# ---- design 1 ----
Design 1, routed metal, one colour a layer:
Two of the layers only.
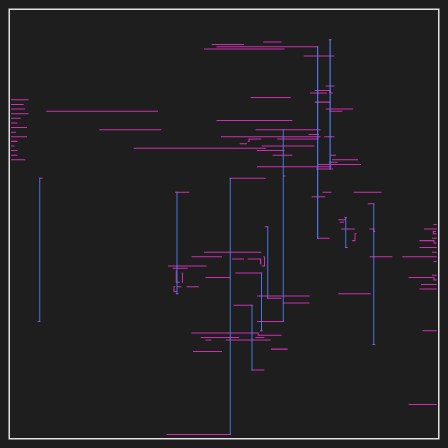

[src/rtl/seq_alu_pkg.sv]
// Shared opcode, flag-index and FSM definitions for the sequential ALU.
package seq_alu_pkg;

    localparam int OPW = 3;

    localparam logic [OPW-1:0] OP_ADD = 3'd0;
    localparam logic [OPW-1:0] OP_SUB = 3'd1;
    localparam logic [OPW-1:0] OP_MUL = 3'd2;
    localparam logic [OPW-1:0] OP_DIV = 3'd3;
    localparam logic [OPW-1:0] OP_MOD = 3'd4;

    localparam int FLAG_ZERO    = 0;
    localparam int FLAG_CARRY   = 1;
    localparam int FLAG_DIVZERO = 2;
    localparam int FLAG_ILLEGAL = 3;

    typedef enum logic [1:0] {
        IDLE,
        DIV_RUN,
        DONE
    } state_t;

endpackage

[src/rtl/seq_alu_if.sv]
// Request/response handshake bundle between the command front-end and the ALU.
interface seq_alu_if
    import seq_alu_pkg::*;
#(
    parameter int WIDTH = 8
);
    logic                 in_valid;
    logic                 in_ready;
    logic [OPW-1:0]       op;
    logic [WIDTH-1:0]     a;
    logic [WIDTH-1:0]     b;
    logic                 out_valid;
    logic                 out_ready;
    logic [2*WIDTH-1:0]   result;
    logic [3:0]           flags;

    modport master (
        output in_valid, op, a, b, out_ready,
        input  in_ready, out_valid, result, flags
    );

    modport slave (
        input  in_valid, op, a, b, out_ready,
        output in_ready, out_valid, result, flags
    );
endinterface

[src/rtl/seq_alu_div.sv]
// Iterative restoring divider, one quotient bit per cycle; a zero divisor
// completes immediately with quotient all ones and remainder = dividend.
module seq_alu_div #(
    parameter int WIDTH = 8
) (
    input  logic             clk,
    input  logic             rst_n,
    input  logic             start,
    input  logic [WIDTH-1:0] dividend,
    input  logic [WIDTH-1:0] divisor,
    output logic             busy,
    output logic             done,
    output logic [WIDTH-1:0] quotient,
    output logic [WIDTH-1:0] remainder
);
    localparam int CW = $clog2(WIDTH + 1);

    logic [WIDTH-1:0] rem, quo, dvs;
    logic [CW-1:0]    count;
    logic [WIDTH:0]   shifted, trial;
    logic             no_borrow;
    logic [WIDTH-1:0] rem_next, quo_next;

    always_comb begin
        shifted   = {rem, quo[WIDTH-1]};
        trial     = shifted - {1'b0, dvs};
        no_borrow = (shifted >= {1'b0, dvs});
        rem_next  = no_borrow ? trial[WIDTH-1:0] : shifted[WIDTH-1:0];
        quo_next  = {quo[WIDTH-2:0], no_borrow};
    end

    always_ff @(posedge clk or negedge rst_n) begin
        if (!rst_n) begin
            rem   <= '0;
            quo   <= '0;
            dvs   <= '0;
            count <= '0;
        end else if (start) begin
            dvs <= divisor;
            if (divisor == '0) begin
                rem   <= dividend;
                quo   <= '1;
                count <= '0;
            end else begin
                rem   <= '0;
                quo   <= dividend;
                count <= CW'(WIDTH);
            end
        end else if (busy) begin
            rem   <= rem_next;
            quo   <= quo_next;
            count <= count - CW'(1);
        end
    end

    // done flags the cycle in which the final step is being committed
    assign busy      = (count != '0);
    assign done      = (count == CW'(1));
    assign quotient  = quo;
    assign remainder = rem;

endmodule

[src/rtl/seq_alu.sv]
// Handshaked ALU: single-cycle add/sub/mul, multi-cycle divide/modulo,
// result held until the consumer takes it.
module seq_alu
    import seq_alu_pkg::*;
#(
    parameter int WIDTH = 8
) (
    input  logic   clk,
    input  logic   rst_n,
    seq_alu_if.slave bus
);
    localparam int RW = 2 * WIDTH;

    state_t           state, next_state;
    logic             accept, is_divop;
    logic [WIDTH:0]   sum, diff;
    logic [RW-1:0]    alu_res, res_q, div_sel;
    logic [3:0]       alu_flags, flags_q, div_flags;
    logic             sel_div_q, sel_mod_q, dz_q;
    logic             div_busy, div_done;
    logic [WIDTH-1:0] quotient, remainder;

    assign accept   = bus.in_valid && bus.in_ready;
    assign is_divop = (bus.op == OP_DIV) || (bus.op == OP_MOD);

    always_ff @(posedge clk or negedge rst_n) begin
        if (!rst_n) state <= IDLE;
        else        state <= next_state;
    end

    always_comb begin
        next_state = state;
        case (state)
            IDLE:    if (accept) next_state = (is_divop && bus.b != '0) ? DIV_RUN : DONE;
            DIV_RUN: if (div_done) next_state = DONE;
            DONE:    if (bus.out_ready) next_state = IDLE;
            default: next_state = IDLE;
        endcase
    end

    always_comb begin
        bus.in_ready  = (state == IDLE);
        bus.out_valid = (state == DONE);
    end

    always_comb begin
        sum       = {1'b0, bus.a} + {1'b0, bus.b};
        diff      = {1'b0, bus.a} - {1'b0, bus.b};
        alu_res   = '0;
        alu_flags = '0;
        case (bus.op)
            OP_ADD: begin
                alu_res               = {{(RW-WIDTH-1){1'b0}}, sum};
                alu_flags[FLAG_CARRY] = sum[WIDTH];
            end
            OP_SUB: begin
                alu_res               = {{WIDTH{1'b0}}, diff[WIDTH-1:0]};
                alu_flags[FLAG_CARRY] = diff[WIDTH];
            end
            OP_MUL:         alu_res = {{WIDTH{1'b0}}, bus.a} * {{WIDTH{1'b0}}, bus.b};
            OP_DIV, OP_MOD: alu_res = '0;
            default:        alu_flags[FLAG_ILLEGAL] = 1'b1;
        endcase
        alu_flags[FLAG_ZERO] = (alu_res == '0);
    end

    always_ff @(posedge clk or negedge rst_n) begin
        if (!rst_n) begin
            res_q     <= '0;
            flags_q   <= '0;
            sel_div_q <= 1'b0;
            sel_mod_q <= 1'b0;
            dz_q      <= 1'b0;
        end else if (accept) begin
            res_q     <= alu_res;
            flags_q   <= alu_flags;
            sel_div_q <= (bus.op == OP_DIV);
            sel_mod_q <= (bus.op == OP_MOD);
            dz_q      <= is_divop && (bus.b == '0);
        end
    end

    seq_alu_div #(.WIDTH(WIDTH)) u_div (
        .clk       (clk),
        .rst_n     (rst_n),
        .start     (accept && is_divop),
        .dividend  (bus.a),
        .divisor   (bus.b),
        .busy      (div_busy),
        .done      (div_done),
        .quotient  (quotient),
        .remainder (remainder)
    );

    // Divide results live in the divider's own registers, so they are
    // selected rather than copied into res_q.
    always_comb begin
        div_sel                 = {{WIDTH{1'b0}}, sel_mod_q ? remainder : quotient};
        div_flags               = '0;
        div_flags[FLAG_DIVZERO] = dz_q;
        div_flags[FLAG_ZERO]    = (div_sel == '0);
        if (sel_div_q || sel_mod_q) begin
            bus.result = div_sel;
            bus.flags  = div_flags;
        end else begin
            bus.result = res_q;
            bus.flags  = flags_q;
        end
    end

endmodule

[src/flat_wrapper.sv]
// flat-port wrapper written by rule: the top's interface ports become plain ports
module seq_alu_flat import seq_alu_pkg::*;
#(
    parameter int WIDTH = 8
)
  (clk, rst_n, bus_in_valid, bus_op, bus_a, bus_b, bus_out_ready, bus_in_ready, bus_out_valid, bus_result, bus_flags);
  seq_alu_if #(.WIDTH(WIDTH)) bus_i ();
  input  logic clk;
  input  logic rst_n;
  input wire logic [$bits(bus_i.in_valid)-1:0] bus_in_valid;
  input wire logic [$bits(bus_i.op)-1:0] bus_op;
  input wire logic [$bits(bus_i.a)-1:0] bus_a;
  input wire logic [$bits(bus_i.b)-1:0] bus_b;
  input wire logic [$bits(bus_i.out_ready)-1:0] bus_out_ready;
  output wire logic [$bits(bus_i.in_ready)-1:0] bus_in_ready;
  output wire logic [$bits(bus_i.out_valid)-1:0] bus_out_valid;
  output wire logic [$bits(bus_i.result)-1:0] bus_result;
  output wire logic [$bits(bus_i.flags)-1:0] bus_flags;
  assign bus_i.in_valid = bus_in_valid;
  assign bus_i.op = bus_op;
  assign bus_i.a = bus_a;
  assign bus_i.b = bus_b;
  assign bus_i.out_ready = bus_out_ready;
  assign bus_in_ready = bus_i.in_ready;
  assign bus_out_valid = bus_i.out_valid;
  assign bus_result = bus_i.result;
  assign bus_flags = bus_i.flags;
  seq_alu #(.WIDTH(WIDTH)) u_core (.clk(clk), .rst_n(rst_n), .bus(bus_i));
endmodule
[config.mk]
export PLATFORM = sky130hd
export DESIGN_NAME = seq_alu_flat
export DESIGN_NICKNAME = d
export VERILOG_FILES = /design/src/rtl/seq_alu_pkg.sv /design/src/rtl/seq_alu_if.sv /design/src/rtl/seq_alu_div.sv /design/src/rtl/seq_alu.sv /design/src/flat_wrapper.sv
export SDC_FILE = /design/constraint.sdc
export NUM_CORES = 1
export LEC_CHECK = 0
export ABC_AREA = 0
export ABC_CLOCK_PERIOD_IN_PS = 3300
export CAP_MARGIN = 20
export CORE_UTILIZATION = 40
export DETAILED_ROUTE_END_ITERATION = 7
export GPL_TIMING_DRIVEN = 0
export HOLD_SLACK_MARGIN = 0.06
export PLACE_DENSITY = 0.59
export SLEW_MARGIN = 20
export SYNTH_ARGS = -nofsm -noshare
export SYNTH_HDL_FRONTEND = slang
export SYNTH_HIERARCHICAL = 1
export SYNTH_SLANG_ARGS = --single-unit
[constraint.sdc]
create_clock -name clk -period 3.3 [get_ports clk]
set_clock_uncertainty 0.2 [all_clocks]
set_input_delay 0.99 -clock clk [delete_from_list [all_inputs] [get_ports clk]]
set_output_delay 0.99 -clock clk [all_outputs]
set_load 0.05 [all_outputs]
# ---- design 2 ----
## config.mk

```make
export PLATFORM = sky130hd
export DESIGN_NAME = mem_axi_bridge
export DESIGN_NICKNAME = d
export VERILOG_FILES = /design/src/rtl/mem_axi_bridge.sv
export SDC_FILE = /design/constraint.sdc
export NUM_CORES = 1
export LEC_CHECK = 0
export ABC_AREA = 1
export CORE_MARGIN = 10
export CORE_UTILIZATION = 53
export DETAILED_ROUTE_END_ITERATION = 10
export HOLD_SLACK_MARGIN = 0.06
export PLACE_DENSITY = 0.88
export SLEW_MARGIN = 25
export SYNTH_ARGS = -nofsm -noshare
export SYNTH_HDL_FRONTEND = slang
export SYNTH_SLANG_ARGS = --single-unit
export TNS_END_PERCENT = 10
```

## constraint.sdc

```tcl
create_clock -name clk_i -period 7.3 [get_ports clk_i]
set_clock_uncertainty 0.15 [all_clocks]
set_input_delay 0.73 -clock clk_i [delete_from_list [all_inputs] [get_ports clk_i]]
set_output_delay 0.73 -clock clk_i [all_outputs]
set_load 0.005 [all_outputs]
```

## src/rtl/mem_axi_bridge.sv

```systemverilog
// Data-side AXI master for the MEM stage: posted stores tracked in an
// outstanding-write table, one in-flight load, read-after-write blocking.
module mem_axi_bridge #(
  parameter int              WT_DEPTH = 4,
  parameter int              ID_W     = 4,
  parameter logic [ID_W-1:0] RD_ID    = 4'd15
) (
  input  logic            clk_i,
  input  logic            rst_i,
  input  logic            req_valid_i,
  output logic            req_ready_o,
  input  logic            req_wr_i,
  input  logic [31:0]     req_addr_i,
  input  logic [2:0]      req_size_i,
  input  logic [3:0]      req_wstrb_i,
  input  logic [31:0]     req_wdata_i,
  output logic            rsp_valid_o,
  output logic [31:0]     rsp_rdata_o,
  input  logic            rsp_ready_i,
  output logic [3:0]      wr_outstanding_o,
  output logic [ID_W-1:0] axi_arid_o,
  output logic [31:0]     axi_araddr_o,
  output logic [2:0]      axi_arsize_o,
  output logic            axi_arvalid_o,
  input  logic            axi_arready_i,
  input  logic [ID_W-1:0] axi_rid_i,
  input  logic [31:0]     axi_rdata_i,
  input  logic            axi_rvalid_i,
  output logic            axi_rready_o,
  output logic [ID_W-1:0] axi_awid_o,
  output logic [31:0]     axi_awaddr_o,
  output logic [2:0]      axi_awsize_o,
  output logic            axi_awvalid_o,
  input  logic            axi_awready_i,
  output logic [ID_W-1:0] axi_wid_o,
  output logic [31:0]     axi_wdata_o,
  output logic [3:0]      axi_wstrb_o,
  output logic            axi_wvalid_o,
  input  logic            axi_wready_i,
  input  logic [ID_W-1:0] axi_bid_i,
  input  logic            axi_bvalid_i,
  output logic            axi_bready_o
);

  localparam logic [1:0] R_IDLE = 2'd0;
  localparam logic [1:0] R_AR   = 2'd1;
  localparam logic [1:0] R_R    = 2'd2;
  localparam logic [1:0] R_RSP  = 2'd3;

  logic [WT_DEPTH-1:0] wt_valid_q, wt_valid_d;
  logic [29:0]         wt_addr_q [WT_DEPTH];
  logic [ID_W-1:0]     alloc_id;
  logic                alloc_found, hazard;
  logic [3:0]          outstanding;

  logic                awvalid_q, wvalid_q, bready_q;
  logic [ID_W-1:0]     awid_q, wid_q;
  logic [31:0]         awaddr_q, wdata_q;
  logic [2:0]          awsize_q;
  logic [3:0]          wstrb_q;

  logic [1:0]          state_q, state_d;
  logic [31:0]         araddr_q, araddr_d;
  logic [31:0]         rsp_rdata_q, rsp_rdata_d;
  logic                rsp_valid_q, rsp_valid_d;

  logic st_ok, ld_ok, st_fire, ld_fire;

  // Descending scan so the lowest free index is the one left standing.
  always_comb begin
    alloc_found = 1'b0;
    alloc_id    = '0;
    hazard      = 1'b0;
    outstanding = 4'd0;
    for (int i = WT_DEPTH - 1; i >= 0; i--) begin
      if (!wt_valid_q[i]) begin
        alloc_found = 1'b1;
        alloc_id    = ID_W'(i);
      end
    end
    for (int i = 0; i < WT_DEPTH; i++) begin
      if (wt_valid_q[i] && (wt_addr_q[i] == req_addr_i[31:2])) hazard = 1'b1;
      outstanding = outstanding + {3'b000, wt_valid_q[i]};
    end
  end

  assign st_ok       = alloc_found && !awvalid_q && !wvalid_q;
  assign ld_ok       = !hazard && ((state_q == R_IDLE) || ((state_q == R_RSP) && rsp_ready_i));
  assign req_ready_o = req_wr_i ? st_ok : ld_ok;
  assign st_fire     = req_valid_i && req_wr_i && st_ok;
  assign ld_fire     = req_valid_i && !req_wr_i && ld_ok;

  always_comb begin
    wt_valid_d = wt_valid_q;
    if (axi_bvalid_i && bready_q) begin
      for (int i = 0; i < WT_DEPTH; i++) begin
        if (axi_bid_i == ID_W'(i)) wt_valid_d[i] = 1'b0;
      end
    end
    if (st_fire) begin
      for (int i = 0; i < WT_DEPTH; i++) begin
        if (alloc_id == ID_W'(i)) wt_valid_d[i] = 1'b1;
      end
    end
  end

  always_ff @(posedge clk_i) begin
    for (int i = 0; i < WT_DEPTH; i++) begin
      if (st_fire && (alloc_id == ID_W'(i))) wt_addr_q[i] <= req_addr_i[31:2];
    end
  end

  always_ff @(posedge clk_i) begin
    if (rst_i) begin
      wt_valid_q <= '0;
      bready_q   <= 1'b0;
      awvalid_q  <= 1'b0;
      wvalid_q   <= 1'b0;
      awid_q     <= '0;
      wid_q      <= '0;
      awaddr_q   <= '0;
      awsize_q   <= '0;
      wdata_q    <= '0;
      wstrb_q    <= '0;
    end else begin
      wt_valid_q <= wt_valid_d;
      bready_q   <= 1'b1;
      // Payload only loads when both channels are idle, so it is stable while either valid is up.
      if (st_fire) begin
        awvalid_q <= 1'b1;
        wvalid_q  <= 1'b1;
        awid_q    <= alloc_id;
        wid_q     <= alloc_id;
        awaddr_q  <= req_addr_i;
        awsize_q  <= req_size_i;
        wdata_q   <= req_wdata_i;
        wstrb_q   <= req_wstrb_i;
      end else begin
        if (awvalid_q && axi_awready_i) awvalid_q <= 1'b0;
        if (wvalid_q && axi_wready_i)   wvalid_q  <= 1'b0;
      end
    end
  end

  always_comb begin
    state_d     = state_q;
    araddr_d    = araddr_q;
    rsp_valid_d = rsp_valid_q;
    rsp_rdata_d = rsp_rdata_q;
    case (state_q)
      R_IDLE: begin
        if (ld_fire) begin
          state_d  = R_AR;
          araddr_d = {req_addr_i[31:2], 2'b00};
        end
      end
      R_AR: begin
        if (axi_arready_i) state_d = R_R;
      end
      R_R: begin
        if (axi_rvalid_i && (axi_rid_i == RD_ID)) begin
          rsp_rdata_d = axi_rdata_i;
          rsp_valid_d = 1'b1;
          state_d     = R_RSP;
        end
      end
      R_RSP: begin
        if (rsp_ready_i) begin
          rsp_valid_d = 1'b0;
          state_d     = R_IDLE;
          if (ld_fire) begin
            state_d  = R_AR;
            araddr_d = {req_addr_i[31:2], 2'b00};
          end
        end
      end
      default: state_d = R_IDLE;
    endcase
  end

  always_ff @(posedge clk_i) begin
    if (rst_i) begin
      state_q     <= R_IDLE;
      araddr_q    <= '0;
      rsp_valid_q <= 1'b0;
      rsp_rdata_q <= '0;
    end else begin
      state_q     <= state_d;
      araddr_q    <= araddr_d;
      rsp_valid_q <= rsp_valid_d;
      rsp_rdata_q <= rsp_rdata_d;
    end
  end

  assign wr_outstanding_o = outstanding;
  assign rsp_valid_o      = rsp_valid_q;
  assign rsp_rdata_o      = rsp_rdata_q;
  assign axi_arid_o       = RD_ID;
  assign axi_araddr_o     = araddr_q;
  assign axi_arsize_o     = 3'b010;
  assign axi_arvalid_o    = (state_q == R_AR);
  assign axi_rready_o     = (state_q == R_R);
  assign axi_awid_o       = awid_q;
  assign axi_awaddr_o     = awaddr_q;
  assign axi_awsize_o     = awsize_q;
  assign axi_awvalid_o    = awvalid_q;
  assign axi_wid_o        = wid_q;
  assign axi_wdata_o      = wdata_q;
  assign axi_wstrb_o      = wstrb_q;
  assign axi_wvalid_o     = wvalid_q;
  assign axi_bready_o     = bready_q;

endmodule
```

Design 2, cell sizes after repair:
Bar = 50 um.
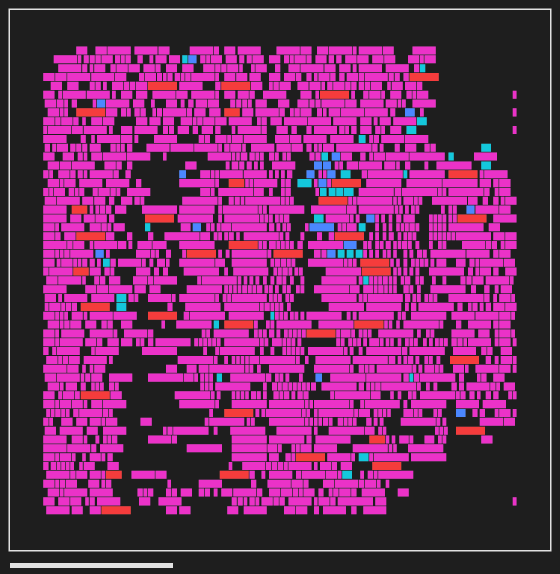
colour	size	cells	share
red	drive 6 and up	36	2.3%
cyan	drive 2	32	2.0%
magenta	drive 1 or less	1,491	94%
blue	drive 3 to 4	19	1.2%

==> results_tabular.tex, design 2 <==
% Synthesis and place-and-route results
\begin{tabular}{lr}
\hline
Metric & Value \\
\hline
\multicolumn{2}{l}{\textbf{Worst setup path}} \\
\quad Critical Path Sink Type & primary output \\
\quad Endpoint of the most critical setup path & req\_ready\_o \\
\quad Critical Path Max Stage Delay & 710 ps \\
\quad Worst EP required & 6420 ps \\
\multicolumn{2}{l}{\textbf{Clock network}} \\
\quad Post-CTS setup buffer count & 0 \\
\quad Number of clock buffers inserted by TritonCTS & 28 \\
\quad Count of hold-fix buffers inserted at cts & 0 \\
\quad Resize count post-CTS & 0 \\
\quad Level count of the clock H-tree & 1 \\
\quad Clock-pin slew reported for the worst setup and hold paths after clock tree synthesis & 60 ps \\
\multicolumn{2}{l}{\textbf{Layout}} \\
\quad Register with the most flip-flops & wt\_addr\_q \\
\quad Relative area change from synthesis to final layout & 32.00\% \\
\multicolumn{2}{l}{\textbf{Hold path}} \\
\quad Hold path start & axi\_araddr\_o[5] \\
\multicolumn{2}{l}{\textbf{Synth}} \\
\quad Cells after Synth & 1,319 \\
\quad Cells in synth\_stat.txt & 1,319 \\
\quad Mapped cell area & 11,320 um2 \\
\quad Top post-synthesis cells by count & sky130\_fd\_sc\_hd\_\_nand2\_1 (313), sky130\_fd\_sc\_hd\_\_inv\_1 (149), sky130\_fd\_sc\_hd\_\_nor2\_1 (146) \\
\multicolumn{2}{l}{\textbf{Routing}} \\
\quad Total detailed-routing wirelength & 33,100 um \\
\multicolumn{2}{l}{\textbf{Pwr}} \\
\quad Switching component of the power & 0.0008979 W \\
\quad Relative contribution of the clock network to total power & 0.389 \\
\quad Power drawn by the combinational cells & 0.000527 W \\
\quad Power of the clock network & 0.00140 W \\
\multicolumn{2}{l}{\textbf{Final timing}} \\
\quad Worst hold margin & 295.8 ps \\
\quad Sum Neg Setup Slack & 0 ps \\
\quad Tcrit/Tclk final & 0.5599 \\
\multicolumn{2}{l}{\textbf{Outcome}} \\
\quad Result of the run & finished clean \\
\multicolumn{2}{l}{\textbf{Placed design}} \\
\quad RePlAce Congestion & 0.9020 \\
\hline
\end{tabular}
==> design 2: layer usage <==
layer / routed length [um] / up-vias / track usage
li1: - / 4673 / -
met1: 12520 / 4501 / 0.2541
met2: 16370 / 435 / 0.3975
met3: 3346 / 63 / 0.07714
met4: 853 / 0 / 0.06664
met5: 0 / - / 0
==> design 2: layout make-up <==
cell class,instances,share of cell area
Sequential cell,265,0.4354
Multi-Input combinational cell,831,0.2579
Timing Repair Buffer,278,0.1837
Clock buffer,44,0.05795
Inverter,152,0.03835
Tap cell,275,0.02303
Clock inverter,8,0.003601
Design 1, M2 wires:
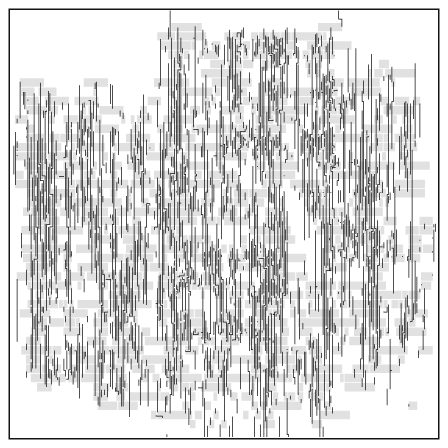
nets with wire on the layer	817
wire length on this layer	8,980 um
longest straight run	54.6 um
main direction	vertical
share of all routed wire	49%
total detailed-routing wirelength: 18,440 um
met2 GRT Util: 0.4020
total via count after detailed routing: 5,750

Design 1, cell sizes after repair:
Bar = 50 um.
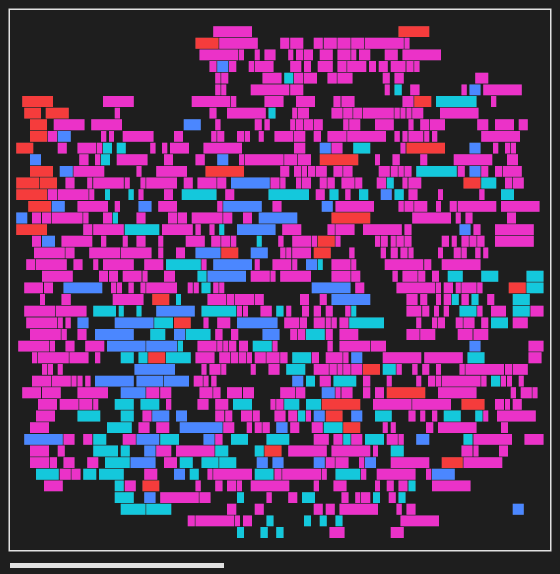
colour	size	cells	share
cyan	drive 2	112	14%
blue	drive 3 to 4	67	8.2%
magenta	drive 1 or less	600	74%
red	drive 6 and up	36	4.4%
relative area change from synthesis to final layout: 28.14%
non-clock buffer instance count of the final layout: 106
design area: 7891 um2
Final WS setup: -1603 ps

Notes on 'routed metal, one colour a layer' of design 1 above:
colour	layer	wire length
blue	met4	406 um
magenta	met3	751 um

==> results_tabular.tex, design 1 <==
% Synthesis and place-and-route results
\begin{tabular}{lr}
\hline
Metric & Value \\
\hline
\multicolumn{2}{l}{\textbf{Outcome}} \\
\quad Result of the run & finished, violations left \\
\quad Violated checks & setup timing \\
\multicolumn{2}{l}{\textbf{Final timing}} \\
\quad Setup-violating endpoint count in the final report & 13 \\
\quad Slew at the pin closest to its max-slew limit & 905.8 ps \\
\quad Final WS setup & -1603 ps \\
\quad Unrepaired setup endpoints after global routing & yes \\
\quad Max Transition Viols Final & 0 \\
\multicolumn{2}{l}{\textbf{Die}} \\
\quad Std cell rows & 44 \\
\quad Die ar. & 15,900 um2 \\
\quad Initial standard-cell utilization of the core & 0.4174 \\
\quad Tapcell count & 184 \\
\quad Top-Level Pins & 45 \\
\multicolumn{2}{l}{\textbf{Worst setup path}} \\
\quad Critical Path Sink Type & register \\
\quad Cells along the critical path & buf\_8, clkbuf\_16, nand2\_4, fa\_1, fa\_1, inv\_1, fa\_1, inv\_2, fa\_1, inv\_2, ha\_4, nand3\_4, o2111ai\_4, buf\_6, a31oi\_2, xnor2\_1, nand2\_1, o2111ai\_2, o41ai\_2 \\
\quad CP startpoint kind & input pin \\
\multicolumn{2}{l}{\textbf{Synth}} \\
\quad Synthesized netlist net count & 856 \\
\quad Area fraction in and, or, nand and nor cells after synthesis & 0.2365 \\
\quad Most repeated cell in the gate-level netlist after synthesis & sky130\_fd\_sc\_hd\_\_inv\_1 \\
\quad Sequential share of the synthesized area & 0.2113 \\
\quad Cells in synth\_stat.txt & 732 \\
\multicolumn{2}{l}{\textbf{Global route}} \\
\quad GRT Overall Usage & 0.2357 \\
\quad Maximum number of pins on one net before global-route repair & 53 \\
\multicolumn{2}{l}{\textbf{Hold path}} \\
\quad Hold path endpoint & u\_core/dz\_q \\
\multicolumn{2}{l}{\textbf{Clock network}} \\
\quad Clock Sinks & 52 \\
\quad Clk Latency, worst-skew pair & 300 ps \\
\quad Post-CTS setup buffer count & 16 \\
\quad Clock-pin slew reported for the worst setup and hold paths after clock tree synthesis & 70 ps \\
\multicolumn{2}{l}{\textbf{Layout}} \\
\quad Ratio of cells with drive above 1 in the final layout & 0.2638 \\
\quad Flip-flop and latch share of the layout cell area & 0.1654 \\
\multicolumn{2}{l}{\textbf{Pwr}} \\
\quad Sw Share & 0.4914 \\
\multicolumn{2}{l}{\textbf{Routing}} \\
\quad Met1 WL & 8302 um \\
\multicolumn{2}{l}{\textbf{Placed design}} \\
\quad Placed instance count & 960 \\
\hline
\end{tabular}
## design 1: state kept, by name (all words and copies together) (netlist names)
register / count
u_core/sel_mod_q: 1
u_core/dz_q: 1
u_core/u_div/count: 4
u_core/res_q: 16
u_core/u_div/quotient: 8
u_core/u_div/remainder: 8
u_core/state: 2
u_core/u_div/dvs: 8
u_core/sel_div_q: 1
u_core/flags_q: 3

# ---- design 3 ----
Design 3, routed metal, one colour a layer:
Two of the layers only.
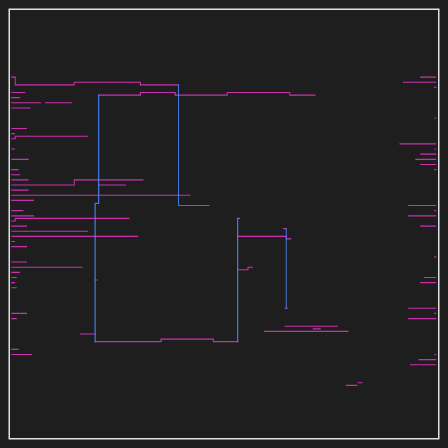
<file path="config.mk">
export PLATFORM = sky130hd
export DESIGN_NAME = fifo_stream_reader
export DESIGN_NICKNAME = d
export VERILOG_FILES = /design/src/rtl/fifo_stream_reader.sv
export SDC_FILE = /design/constraint.sdc
export NUM_CORES = 1
export LEC_CHECK = 0
export CAP_MARGIN = 10
export CELL_PAD_IN_SITES_DETAIL_PLACEMENT = 1
export CELL_PAD_IN_SITES_GLOBAL_PLACEMENT = 1
export CORE_UTILIZATION = 41
export CTS_CLUSTER_DIAMETER = 100
export DETAILED_ROUTE_END_ITERATION = 6
export GPL_TIMING_DRIVEN = 0
export PLACE_DENSITY = 0.8
export SYNTH_ARGS = -nofsm -noshare
export SYNTH_HDL_FRONTEND = slang
export SYNTH_SLANG_ARGS = --single-unit
</file>
<file path="constraint.sdc">
create_clock -name clk -period 9 [get_ports clk]
set_clock_uncertainty 0.2 [all_clocks]
set_input_delay 2.7 -clock clk [delete_from_list [all_inputs] [get_ports clk]]
set_output_delay 2.7 -clock clk [all_outputs]
set_load 0.03 [all_outputs]
</file>
<file path="src/rtl/fifo_stream_reader.sv">
// ============================================================================
// Module   : fifo_stream_reader
// Purpose  : Drains a show-ahead FIFO into a valid/ready stream with packet
//            framing (m_last) through a 2-entry output buffer.
// Revision : 1.0  initial release
// ============================================================================
`default_nettype none

module fifo_stream_reader #(
    parameter int DATA_WIDTH = 32,
    parameter int LEN_WIDTH  = 8,
    parameter int CNT_WIDTH  = 16
) (
    input  logic                  clk,
    input  logic                  reset,
    input  logic                  enable,
    input  logic [LEN_WIDTH-1:0]  pkt_len,
    input  logic                  flush,
    input  logic [DATA_WIDTH-1:0] fifo_rd_data,
    input  logic                  fifo_empty,
    output logic                  fifo_rd_en,
    output logic                  m_valid,
    output logic [DATA_WIDTH-1:0] m_data,
    output logic                  m_last,
    input  logic                  m_ready,
    output logic [CNT_WIDTH-1:0]  words_out,
    output logic                  busy
);

    logic [1:0]            r_occ;
    logic [DATA_WIDTH-1:0] r_data0;
    logic [DATA_WIDTH-1:0] r_data1;
    logic                  r_last0;
    logic                  r_last1;
    logic [LEN_WIDTH-1:0]  r_beat;
    logic [LEN_WIDTH-1:0]  r_len;
    logic                  r_flush_pend;
    logic [CNT_WIDTH-1:0]  r_words;

    logic                  w_pop;
    logic                  w_acc;
    logic [LEN_WIDTH-1:0]  w_len_req;
    logic [LEN_WIDTH-1:0]  w_len_cur;
    logic                  w_flush_now;
    logic                  w_last_in;
    logic                  w_wr_idx;

    // Pop decision uses only registered occupancy, never m_ready.
    assign w_pop       = !reset && enable && !fifo_empty && (r_occ < 2'd2);
    assign w_acc       = (r_occ != 2'd0) && m_ready;
    assign w_len_req   = (pkt_len == '0) ? LEN_WIDTH'(1) : pkt_len;
    assign w_len_cur   = (r_beat == '0) ? w_len_req : r_len;
    assign w_flush_now = flush && (r_beat != '0);
    assign w_last_in   = (r_beat == w_len_cur - LEN_WIDTH'(1)) || r_flush_pend || w_flush_now;
    // Tail slot after any same-cycle head removal.
    assign w_wr_idx    = (r_occ == 2'd1) && !w_acc;

    always_ff @(posedge clk or posedge reset) begin
        if (reset) begin
            r_occ   <= 2'd0;
            r_data0 <= '0;
            r_data1 <= '0;
            r_last0 <= 1'b0;
            r_last1 <= 1'b0;
        end else begin
            if (w_acc) begin
                r_data0 <= r_data1;
                r_last0 <= r_last1;
            end
            if (w_pop) begin
                if (w_wr_idx) begin
                    r_data1 <= fifo_rd_data;
                    r_last1 <= w_last_in;
                end else begin
                    r_data0 <= fifo_rd_data;
                    r_last0 <= w_last_in;
                end
            end
            r_occ <= r_occ + {1'b0, w_pop} - {1'b0, w_acc};
        end
    end

    always_ff @(posedge clk or posedge reset) begin
        if (reset) begin
            r_beat       <= '0;
            r_len        <= LEN_WIDTH'(1);
            r_flush_pend <= 1'b0;
        end else if (w_pop) begin
            if (r_beat == '0) begin
                r_len <= w_len_req;
            end
            r_beat       <= w_last_in ? '0 : r_beat + LEN_WIDTH'(1);
            r_flush_pend <= 1'b0;
        end else if (w_flush_now) begin
            r_flush_pend <= 1'b1;
        end
    end

    always_ff @(posedge clk or posedge reset) begin
        if (reset) begin
            r_words <= '0;
        end else if (w_acc) begin
            r_words <= r_words + CNT_WIDTH'(1);
        end
    end

    assign fifo_rd_en = w_pop;
    assign m_valid    = (r_occ != 2'd0);
    assign m_data     = m_valid ? r_data0 : '0;
    assign m_last     = m_valid && r_last0;
    assign words_out  = r_words;
    assign busy       = (r_occ != 2'd0) || (r_beat != '0);

endmodule

`default_nettype wire

</file>
==> results_tabular.tex <==
% Synthesis and place-and-route results
\begin{tabular}{lr}
\hline
Metric & Value \\
\hline
\multicolumn{2}{l}{\textbf{Outcome}} \\
\quad Result of the run & finished clean \\
\multicolumn{2}{l}{\textbf{Synth}} \\
\quad Portion of synthesized cell area occupied by the leading cell type & 0.4926 \\
\quad Largest cells by area after synthesis & sky130\_fd\_sc\_hd\_\_dfrtp\_1 (49\%), sky130\_fd\_sc\_hd\_\_mux2\_2 (8.6\%), sky130\_fd\_sc\_hd\_\_mux2i\_1 (6.9\%), sky130\_fd\_sc\_hd\_\_nand2\_1 (4.4\%), sky130\_fd\_sc\_hd\_\_and2\_1 (4.1\%) \\
\quad Top post-synthesis cells by count & sky130\_fd\_sc\_hd\_\_dfrtp\_1 (100), sky130\_fd\_sc\_hd\_\_nand2\_1 (59), sky130\_fd\_sc\_hd\_\_o21ai\_0 (40) \\
\quad Sequential share of the synthesized area & 0.4978 \\
\quad Cell type contributing the most total cell area after synthesis & sky130\_fd\_sc\_hd\_\_dfrtp\_1 \\
\quad Dominant combinational family & multiplexers \\
\quad Synthesis area per yosys & 5080 um2 \\
\multicolumn{2}{l}{\textbf{Layout}} \\
\quad Dominant logic cell types in the final layout & sky130\_fd\_sc\_hd\_\_dfrtp\_1 (100), sky130\_fd\_sc\_hd\_\_clkdlybuf4s50\_1 (97), sky130\_fd\_sc\_hd\_\_nand2\_1 (59) \\
\quad Inverter tally of the final layout excluding the clock network & 13 \\
\quad Most used logic cell in the final layout & sky130\_fd\_sc\_hd\_\_dfrtp\_1 \\
\quad Flop count & 101 \\
\multicolumn{2}{l}{\textbf{Final timing}} \\
\quad Final Hold Viols & 0 \\
\quad Slew at the pin closest to its max-slew limit & 942.3 ps \\
\multicolumn{2}{l}{\textbf{Die}} \\
\quad Top-Level Pins & 98 \\
\quad Horizontal die dimension & 113.3 um \\
\multicolumn{2}{l}{\textbf{Routing}} \\
\quad Met2 wire length & 6731 um \\
\quad Total via count after detailed routing & 3,944 \\
\quad Number of search-and-repair iterations in the first detailed-routing pass & 4 \\
\quad DRC violations left & 0 \\
\multicolumn{2}{l}{\textbf{Worst setup path}} \\
\quad R2R cell count & 13 \\
\quad Critical Path Max Stage Delay & 780 ps \\
\quad Type of the worst setup path & in -> out \\
\quad Worst R2R Setup Slack & 4820 ps \\
\multicolumn{2}{l}{\textbf{Pwr}} \\
\quad IR Drop Worst-Case VDD & 0.0001581 V \\
\multicolumn{2}{l}{\textbf{Clock network}} \\
\quad Clk Latency, worst-skew pair & 350 ps \\
\quad CTS Root Cell & sky130\_fd\_sc\_hd\_\_clkbuf\_16 \\
\quad Resize count post-CTS & 0 \\
\multicolumn{2}{l}{\textbf{Hold path}} \\
\quad Worst hold-check path type & reg -> reg \\
\multicolumn{2}{l}{\textbf{Flow run}} \\
\quad Stage-log warning count & 27 \\
\multicolumn{2}{l}{\textbf{Global route}} \\
\quad Initial antenna violation count & 0 \\
\quad Met3 usage & 0.05463 \\
\quad Met2 GRT Util & 0.3959 \\
\multicolumn{2}{l}{\textbf{Placed design}} \\
\quad Placed standard-cell area & 6291 um2 \\
\hline
\end{tabular}
About 'routed metal, one colour a layer' of design 3:
colour	layer	wire length
magenta	met3	614 um
blue	met4	152 um

-- sequential cells by signal (all words and copies together), names as in the netlist --
signal        count
r_last0           1
r_data1          32
r_last1           1
r_data0          32
r_occ             2
words_out        16
r_beat            8
r_len             8
r_flush_pend      1
-- worst max path at each step --
stage	startpoint	endpoint	slack, ps	cells past startpoint
after floorplan	reset	fifo_rd_en	140	5
after global placement	reset	fifo_rd_en	-2090	7
after CTS	reset	fifo_rd_en	530	7
after global routing	reset	fifo_rd_en	350	7
after detailed placement	reset	fifo_rd_en	540	7
final	reset	fifo_rd_en	570	7


==> layout pictures side by side <==
Met4 routing.
picture 1
Bar = 50 um.
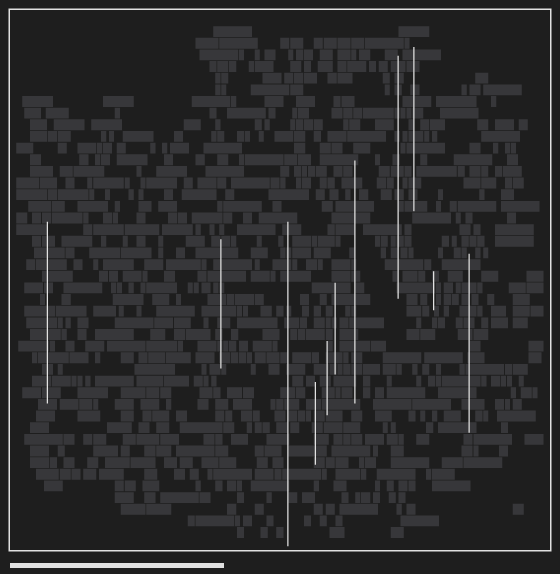
picture 2
Bar = 50 um.
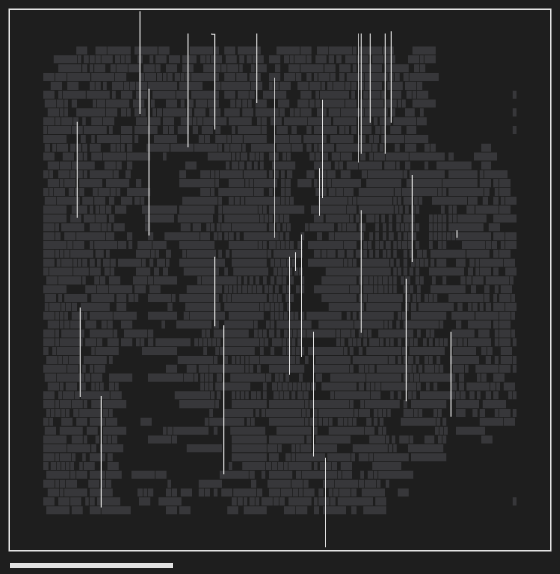
picture 3
Bar = 20 um.
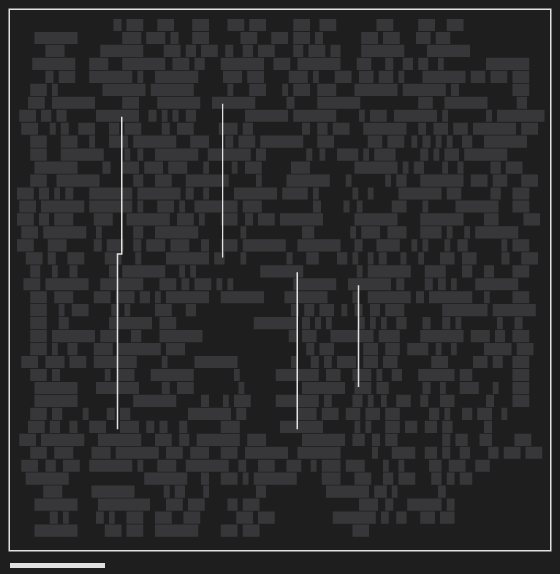
Of these, largest die: picture 2
Of these, smallest die: picture 3
- picture 3 = design 3
- picture 1 = design 1
- picture 2 = design 2

No activity file was given, so power comes from the tool's default toggle rates.
